# ---- mask_index_encoder_flat ----
**mask_index_encoder_flat: floorplan with the power grid**

Pins as bars on the die edge. Tap cells in grey.
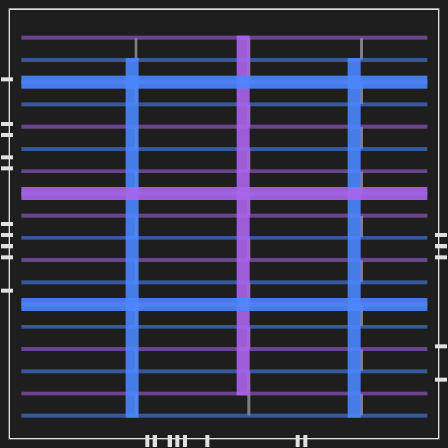

File: config.mk
export PLATFORM = sky130hd
export DESIGN_NAME = mask_index_encoder_flat
export DESIGN_NICKNAME = d
export VERILOG_FILES = /design/src/rtl/mask_index_encoder_if.sv /design/src/rtl/mask_index_encoder.sv /design/src/flat_wrapper.sv
export SDC_FILE = /design/constraint.sdc
export NUM_CORES = 1
export LEC_CHECK = 0
export ABC_AREA = 1
export CORE_UTILIZATION = 50
export CTS_CLUSTER_DIAMETER = 50
export DETAILED_ROUTE_END_ITERATION = 8
export PLACE_DENSITY = 0.77
export REMOVE_ABC_BUFFERS = 1
export SLEW_MARGIN = 20
export SYNTH_ARGS = -nofsm -noshare
export SYNTH_HDL_FRONTEND = slang
export SYNTH_SLANG_ARGS = --single-unit
File: constraint.sdc
create_clock -name clk -period 1.5 [get_ports clk]
set_input_delay 0.45 -clock clk [delete_from_list [all_inputs] [get_ports clk]]
set_output_delay 0.45 -clock clk [all_outputs]
set_load 0.01 [all_outputs]
File: src/rtl/mask_index_encoder_if.sv
// Handshake bundle for mask_index_encoder.
// The upstream side presents a mask on in_*. The downstream side takes one
// beat per set bit on out_*. The producer/consumer drives the master modport,
// and the encoder sits on the slave modport.
interface mask_index_encoder_if #(
    parameter int WIDTH = 8
);
    localparam int IDX_W = $clog2(WIDTH);

    logic               in_valid;
    logic               in_ready;
    logic [WIDTH-1:0]   in_mask;
    logic               out_valid;
    logic               out_ready;
    logic [IDX_W-1:0]   out_idx;
    logic               out_last;
    logic               out_zero;
    logic [IDX_W:0]     out_seq;

    modport master (
        output in_valid,
        output in_mask,
        output out_ready,
        input  in_ready,
        input  out_valid,
        input  out_idx,
        input  out_last,
        input  out_zero,
        input  out_seq
    );

    modport slave (
        input  in_valid,
        input  in_mask,
        input  out_ready,
        output in_ready,
        output out_valid,
        output out_idx,
        output out_last,
        output out_zero,
        output out_seq
    );
endinterface

File: src/rtl/mask_index_encoder.sv
// mask_index_encoder
// Takes a WIDTH-bit mask and streams the index of each set bit, one beat per
// handshake, MSB first. Index i refers to mask bit WIDTH-1-i. An all-zero mask
// produces a single dummy beat with out_zero set. This lets the bit-serial PE
// scheduler skip zero bits.
//
//   state | meaning
//   ------+-------------------------------------------------------------
//   IDLE  | waiting for a mask; in_ready high, out_valid low
//   EMIT  | presenting beats from rem_q until the last one is taken
//
// rem_q holds the bits that have not been handed off yet, including the bit
// currently on out_idx. Every out_* field is registered. When a beat is
// accepted, the next beat is computed from the updated remainder. Beat 0 is
// computed straight from in_mask, so the first beat appears on the cycle
// after the accept.
module mask_index_encoder #(
    parameter int WIDTH = 8
) (
    input  logic                 clk,
    input  logic                 rst_n,
    mask_index_encoder_if.slave  bus
);
    localparam int IDX_W = $clog2(WIDTH);

    typedef enum logic {
        IDLE = 1'b0,
        EMIT = 1'b1
    } state_t;

    state_t             state_q, state_d;
    logic [WIDTH-1:0]   rem_q, rem_d;
    logic               out_valid_q, out_valid_d;
    logic [IDX_W-1:0]   out_idx_q, out_idx_d;
    logic               out_last_q, out_last_d;
    logic               out_zero_q, out_zero_d;
    logic [IDX_W:0]     out_seq_q, out_seq_d;

    logic               accept;
    logic               beat_done;
    logic [WIDTH-1:0]   clr_bit;
    logic [WIDTH-1:0]   rem_next;

    // Index of the most significant set bit, counted from the MSB.
    // An all-zero mask returns 0, which is also the dummy-beat index.
    function automatic logic [IDX_W-1:0] first_idx(input logic [WIDTH-1:0] m);
        logic [IDX_W-1:0] r;
        r = '0;
        for (int b = 0; b < WIDTH; b++) begin
            if (m[b]) begin
                r = IDX_W'(WIDTH - 1 - b);
            end
        end
        return r;
    endfunction

    // True when zero or one bit is set. A nonzero mask with one bit left is
    // on its last beat. A zero mask is its own last beat.
    function automatic logic at_most_one(input logic [WIDTH-1:0] m);
        return (m & (m - WIDTH'(1))) == '0;
    endfunction

    assign bus.in_ready  = (state_q == IDLE);
    assign bus.out_valid = out_valid_q;
    assign bus.out_idx   = out_idx_q;
    assign bus.out_last  = out_last_q;
    assign bus.out_zero  = out_zero_q;
    assign bus.out_seq   = out_seq_q;

    assign accept    = bus.in_valid && (state_q == IDLE);
    assign beat_done = out_valid_q && bus.out_ready;

    // Clear the mask bit named by the beat currently on the output.
    always_comb begin
        clr_bit = '0;
        clr_bit[IDX_W'(WIDTH - 1) - out_idx_q] = 1'b1;
        rem_next = rem_q & ~clr_bit;
    end

    // Next-state and next-beat logic. All outputs hold unless a mask is
    // accepted or a beat is handed off.
    always_comb begin
        state_d     = state_q;
        rem_d       = rem_q;
        out_valid_d = out_valid_q;
        out_idx_d   = out_idx_q;
        out_last_d  = out_last_q;
        out_zero_d  = out_zero_q;
        out_seq_d   = out_seq_q;

        case (state_q)
            IDLE: begin
                if (accept) begin
                    state_d     = EMIT;
                    rem_d       = bus.in_mask;
                    out_valid_d = 1'b1;
                    out_idx_d   = first_idx(bus.in_mask);
                    out_last_d  = at_most_one(bus.in_mask);
                    out_zero_d  = (bus.in_mask == '0);
                    out_seq_d   = '0;
                end
            end
            EMIT: begin
                if (beat_done) begin
                    rem_d = rem_next;
                    if (out_last_q) begin
                        // Keep the last beat's fields visible; only valid drops.
                        state_d     = IDLE;
                        out_valid_d = 1'b0;
                    end else begin
                        out_idx_d  = first_idx(rem_next);
                        out_last_d = at_most_one(rem_next);
                        out_zero_d = 1'b0;
                        out_seq_d  = out_seq_q + 1'b1;
                    end
                end
            end
            default: begin
                state_d     = IDLE;
                out_valid_d = 1'b0;
            end
        endcase
    end

    // State and output registers. Reset clears everything, including any
    // beat in flight.
    always_ff @(posedge clk or negedge rst_n) begin
        if (!rst_n) begin
            state_q     <= IDLE;
            rem_q       <= '0;
            out_valid_q <= 1'b0;
            out_idx_q   <= '0;
            out_last_q  <= 1'b0;
            out_zero_q  <= 1'b0;
            out_seq_q   <= '0;
        end else begin
            state_q     <= state_d;
            rem_q       <= rem_d;
            out_valid_q <= out_valid_d;
            out_idx_q   <= out_idx_d;
            out_last_q  <= out_last_d;
            out_zero_q  <= out_zero_d;
            out_seq_q   <= out_seq_d;
        end
    end
endmodule
File: src/flat_wrapper.sv
// flat-port wrapper written by rule: the top's interface ports become plain ports
module mask_index_encoder_flat 
#(
    parameter int WIDTH = 8
)
  (clk, rst_n, bus_in_valid, bus_in_mask, bus_out_ready, bus_in_ready, bus_out_valid, bus_out_idx, bus_out_last, bus_out_zero, bus_out_seq);
  mask_index_encoder_if #(.WIDTH(WIDTH)) bus_i ();
  input  logic clk;
  input  logic rst_n;
  input wire logic [$bits(bus_i.in_valid)-1:0] bus_in_valid;
  input wire logic [$bits(bus_i.in_mask)-1:0] bus_in_mask;
  input wire logic [$bits(bus_i.out_ready)-1:0] bus_out_ready;
  output wire logic [$bits(bus_i.in_ready)-1:0] bus_in_ready;
  output wire logic [$bits(bus_i.out_valid)-1:0] bus_out_valid;
  output wire logic [$bits(bus_i.out_idx)-1:0] bus_out_idx;
  output wire logic [$bits(bus_i.out_last)-1:0] bus_out_last;
  output wire logic [$bits(bus_i.out_zero)-1:0] bus_out_zero;
  output wire logic [$bits(bus_i.out_seq)-1:0] bus_out_seq;
  assign bus_i.in_valid = bus_in_valid;
  assign bus_i.in_mask = bus_in_mask;
  assign bus_i.out_ready = bus_out_ready;
  assign bus_in_ready = bus_i.in_ready;
  assign bus_out_valid = bus_i.out_valid;
  assign bus_out_idx = bus_i.out_idx;
  assign bus_out_last = bus_i.out_last;
  assign bus_out_zero = bus_i.out_zero;
  assign bus_out_seq = bus_i.out_seq;
  mask_index_encoder #(.WIDTH(WIDTH)) u_core (.clk(clk), .rst_n(rst_n), .bus(bus_i));
endmodule
# ---- pc_fetch_unit ----
**src/rtl/pc_fetch_unit.sv**
```systemverilog
// Program counter / next-address stage feeding the instruction memory.
// Guarantees only word-aligned, in-range fetch addresses leave this block.
module pc_fetch_unit #(
  parameter logic [31:0] RESET_PC  = 32'h0000_0000,
  parameter int          MEM_WORDS = 64
) (
  input  logic        clk,
  input  logic        rst_n,
  input  logic        Stall,
  input  logic        Halt,
  input  logic        BranchTaken,
  input  logic [31:0] BranchOffset,
  input  logic        Jump,
  input  logic [25:0] JumpTarget,
  input  logic        JumpReg,
  input  logic [31:0] RegTarget,
  output logic [31:0] InstrAddr,
  output logic [31:0] PcPlus4,
  output logic        Running,
  output logic        AddrFault,
  output logic [1:0]  dbg_state
);

  typedef enum logic [1:0] {
    BOOT   = 2'd0,
    RUN    = 2'd1,
    HALTED = 2'd2,
    FAULT  = 2'd3
  } state_t;

  localparam logic [31:0] MEM_BYTES = 32'(MEM_WORDS * 4);

  state_t      state_q, state_d;
  logic [31:0] pc_q, pc_d;
  logic [31:0] cand;
  logic        cand_bad;

  assign InstrAddr = pc_q;
  assign PcPlus4   = pc_q + 32'd4;

  // Candidate next PC by source priority; Halt/Stall are handled in the FSM.
  always_comb begin
    cand = PcPlus4;
    if (JumpReg)
      cand = RegTarget;
    else if (Jump)
      cand = {PcPlus4[31:28], JumpTarget, 2'b00};
    else if (BranchTaken)
      cand = PcPlus4 + (BranchOffset << 2);
    cand_bad = (cand[1:0] != 2'b00) || (cand >= MEM_BYTES);
  end

  always_ff @(posedge clk or negedge rst_n) begin
    if (!rst_n) begin
      state_q <= BOOT;
      pc_q    <= RESET_PC;
    end else begin
      state_q <= state_d;
      pc_q    <= pc_d;
    end
  end

  // A faulting candidate never reaches the PC: it keeps the last legal value.
  always_comb begin
    state_d = state_q;
    pc_d    = pc_q;
    case (state_q)
      BOOT: state_d = RUN;
      RUN: begin
        if (Halt)
          state_d = HALTED;
        else if (!Stall) begin
          if (cand_bad)
            state_d = FAULT;
          else
            pc_d = cand;
        end
      end
      default: begin
        state_d = state_q;
        pc_d    = pc_q;
      end
    endcase
  end

  always_comb begin
    Running   = (state_q == RUN);
    AddrFault = (state_q == FAULT);
    dbg_state = state_q;
  end

endmodule

```
**config.mk**
```make
export PLATFORM = sky130hd
export DESIGN_NAME = pc_fetch_unit
export DESIGN_NICKNAME = d
export VERILOG_FILES = /design/src/rtl/pc_fetch_unit.sv
export SDC_FILE = /design/constraint.sdc
export NUM_CORES = 1
export LEC_CHECK = 0
export CAP_MARGIN = 30
export CORE_MARGIN = 2
export CORE_UTILIZATION = 47
export CTS_CLUSTER_DIAMETER = 60
export CTS_CLUSTER_SIZE = 14
export DETAILED_ROUTE_END_ITERATION = 16
export GPL_TIMING_DRIVEN = 0
export PLACE_DENSITY = 0.81
export SYNTH_ARGS = -nofsm -noshare
export SYNTH_HDL_FRONTEND = slang
export SYNTH_SLANG_ARGS = --single-unit
```
**constraint.sdc**
```tcl
create_clock -name clk -period 6.3 [get_ports clk]
set_input_delay 1.26 -clock clk [delete_from_list [all_inputs] [get_ports clk]]
set_output_delay 1.26 -clock clk [all_outputs]
set_load 0.02 [all_outputs]
```
**mask_index_encoder_flat: clock routing**

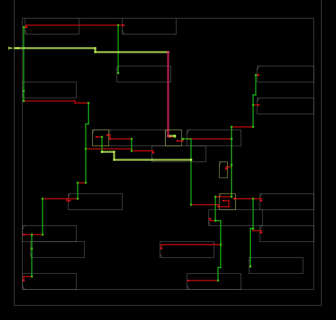
Sink Count: 19
Flop Count: 19
Clk Latency, worst-skew pair: 310 ps
Clock Buffer Count: 4
skew final: 6.22 ps

Notes on 'floorplan with the power grid' of mask_index_encoder_flat above:
net	colour
VSS	blue
VDD	purple
met1 rails	18
met5 straps	3
signal pins	23
rows	17

==> metrics.sh, mask_index_encoder_flat <==
OUTCOME='finished, violations left'
VIOLATIONS='setup timing'
SETUP.WORST_PATH.CLASS='reg2reg'
SEQ_POWER_mW=0.512
DRT_ITER0_MARKERS=56
SWITCHING_SHARE_PCT=24.8
FILLER_CELL_COUNT=158
REQUIRED_WORST_ENDPOINT_PS=1750
AREA_SHARE_NONCLK_BUFFERS_PCT=26.4
ANTENNA_FOUND_INITIAL=0
IR_WORST_VDD_uV=560
DETAILEDPLACEMENTHPWL_MM=2.83
LAYOUT_SETUP_WS_PS=-15.7
TAPCELLCOUNT=28
FIRST_PASS_GRT_WIRE_LENGTH_MM=6.13
NUM_ROWS=17
CELL_COUNT_AFTER_SYNTHESIS=179
SYNTH_FLOPS=19
FINALNONFILLERCELLS=269
SEQ_POWER_SHARE_PCT=58.0
NUM_VIAS=1466
COMMON_CELLS='nand2_1 (59), dfrtp_1 (19), inv_1 (19), o21ai_0 (18), nor2_1 (15)'
LAYOUT.AREA.SEQ_UM2=479
CTS_MAX_PATH_BUFFERS=2
COMBGATEAREA_UM2=791
MAXSLEWHEADROOM_PCT=76.7
REPORT.FINAL.SETUP_VIOL=2
UNREPAIRED_SETUP_ENDPOINTS_AFTER_GLOBAL_ROUTING='yes'
SYNTH_COMPOUND_GATE_AREA_SHARE_PCT=21.1
COMB_SHARE_PCT=40.9
AREA_GROWTH_SYN_TO_LAYOUT_PCT=52.5
LOGIC_GATES=136
CP-ENDPOINT='u_core.bus.out_last'
R2R-START='u_core.bus.out_idx[0]'
-- mask_index_encoder_flat: metal layers --
metal	up-vias	global-route usage [%]
li1	710	-
met1	694	36.2
met2	56	54.2
met3	6	7.54
met4	0	11.8
met5	-	0
-- mask_index_encoder_flat: placed cells by master, fill, tap and decap left out --
master	count
nand2_4	4
a21oi_2	2
a21oi_1	11
buf_6	4
nand3b_1	1
a22oi_2	2
o31ai_2	2
dfrtp_2	3
buf_4	35
a21oi_4	1
nand2_2	13
nand3_1	5
o21ai_0	16
o41ai_1	1
dfrtp_1	16
nand3_2	5
o21ai_1	3
inv_4	3
or2_4	1
nor2_2	7
xnor2_1	1
a31oi_1	1
clkdlybuf4s50_1	11
nor2_4	3
inv_2	1
o31ai_1	2
buf_2	1
nand2_1	45
inv_1	16
clkbuf_1	1
dlygate4sd2_1	10
inv_6	1
a211oi_1	1
nor2_1	7
o21bai_1	1
clkbuf_4	3
ha_1	1
-- mask_index_encoder_flat: worst max-delay path, cell delays in order, from the launching register on --
cell and delay [ps]:
dfrtp_2 410, buf_6 130, buf_6 120, nand3_2 100, nand2_2 120, nor2_2 50, nor2_1 80, nand2_1 70
nor2_2 120, nand3_2 80, nand2_1 70, nand2_1 40, nand2_1 80
**pc_fetch_unit: placed cells, one colour a class**

The bar under the picture is 20 µm long.
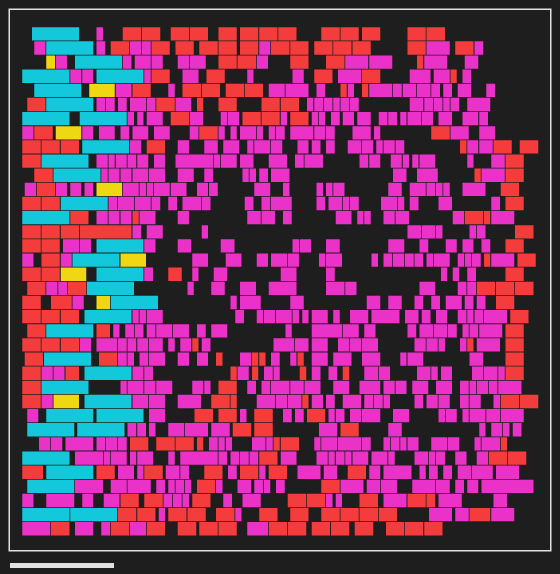
class	colour	cells	share of their area
clock drivers and dummy loads	yellow	8	1.5%
combinational and other logic	magenta	547	57%
sequential cells	cyan	34	13%
remaining buffers and delay cells	red	195	28%

==> metrics.sh, pc_fetch_unit <==
OUTCOME='complete, no violations'
R2R-START='InstrAddr[4]'
LARGEST_NET_DEGREE_AT_THE_START_OF_GLOBAL_ROUTING=23
ROUTEDWLPERCELL_UM=21.5
PLACEMENT.IO_BUFFERS=162
CRITPATHTOPFAMILY='simple AND/OR/NAND/NOR gates'
P_PER_AREA_mW_PER_MM2=93.2
NETLIST.TOP_CELL.BY_INSTANCES='nand2_1'
WORSTHOLDSTART='InstrAddr[31]'
CTS-ROOT-BUF='clkbuf_8'
CP-ENDPOINT='InstrAddr[16]'
FLOORPLAN.DIE.WIDTH_UM=104
HOLD_PATH.CLASS='reg2reg'
SYNTH_SIMPLE_GATE_AREA_SHARE_PCT=27.7
TIMING.FINAL.CRIT_SHARE_PCT=90.3
NETLIST-CELL-TYPE-COUNT=79
CTS_NUM_SINKS=34
CORE_MM2=0.00973
CTS_HOLD_BUFFERS=0
FP.DIEAREA_MM2=0.0108
SYNTH_COMPOUND_GATE_AREA_SHARE_PCT=30.4
LOGIC_FAMILY='AND-OR/OR-AND gates'
LAYOUT_SETUP_WS_PS=613
CLOCK_LATENCY_PS=290
GRT_OVERFLOW_TOTAL=0
ROUTE.ANTENNA.REMAINING_NETS=0
SHARE_OF_SYNTHESIZED_AREA_SPENT_ON_MULTIPLEXERS_PCT=4.00
WORSTPATHMAXFANOUT=10
POST_SYNTH_XOR_AREA_FRACTION_PCT=6.73
FIRST_PASS_GRT_WIRE_LENGTH_MM=30.0
COMBGATEAREA_MM2=0.00362
REQUIRED_WORST_ENDPOINT_PS=6470
YOSYS_AREA_MM2=0.00469
COMMON_CELLS='nand2_1 (53), a21oi_1 (52), nor2_1 (42), o21ai_0 (37), dfrtp_1 (34)'
MOSTFREQUENTLAYOUTCELL='clkdlybuf4s50_1'
POSTSYNTH.TOPFLOPCELL='dfrtp_1'
==> pc_fetch_unit: area by class of cell <==
| cell class | count | area share, % |
|---|---|---|
| clock buffers | 6 | 1.25 |
| clock inverters | 2 | 0.190 |
| multi-input cells | 530 | 54.8 |
| flip-flops and latches | 34 | 12.9 |
| well taps | 133 | 2.52 |
| inverters | 17 | 0.967 |
| repair buffers | 163 | 25.0 |
| plain buffers | 32 | 2.35 |
==> pc_fetch_unit: power breakdown <==
| part | internal (mW) | total, mW | switching, mW |
|---|---|---|---|
| registers | 0.219 | 0.220 | 0.00116 |
| clock network | 0.0877 | 0.166 | 0.0779 |
| logic | 0.110 | 0.229 | 0.119 |
==> pc_fetch_unit: per-layer routing <==
metal	up-vias	track usage (%)	share of wire [%]
met3	61	6.77	11
met4	0	11.5	3.0
li1	2678	-	-
met1	2704	47.9	41
met2	376	55.6	45
met5	-	0	0
==> pc_fetch_unit: flip-flops by register name, summed over array words and instances (netlist names) <==
register	count
InstrAddr	32
dbg_state	2


==> layout pictures side by side <==
Logic cells by family.
The bar under the picture is 20 µm long.
shot_01.png
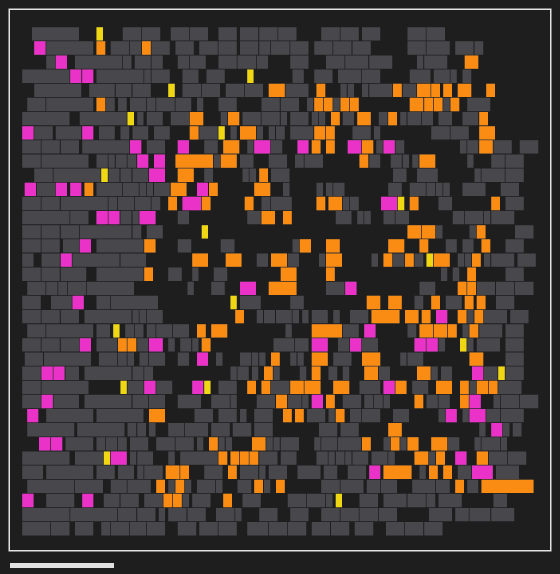
shot_02.png
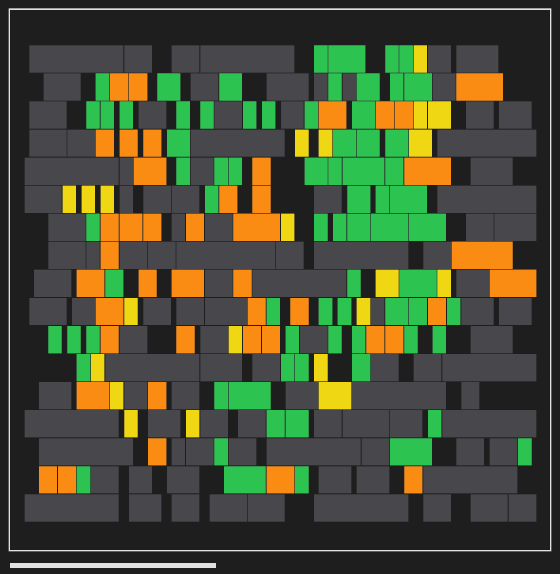
- largest die: shot_01.png
- mask_index_encoder_flat = shot_02.png
- pc_fetch_unit = shot_01.png

Key to shot_01.png:
family	colour	cells
and/or cells	magenta	59
aoi and oai cells	orange	155
inv cells	yellow	17

Power and IR drop assume default switching activity.
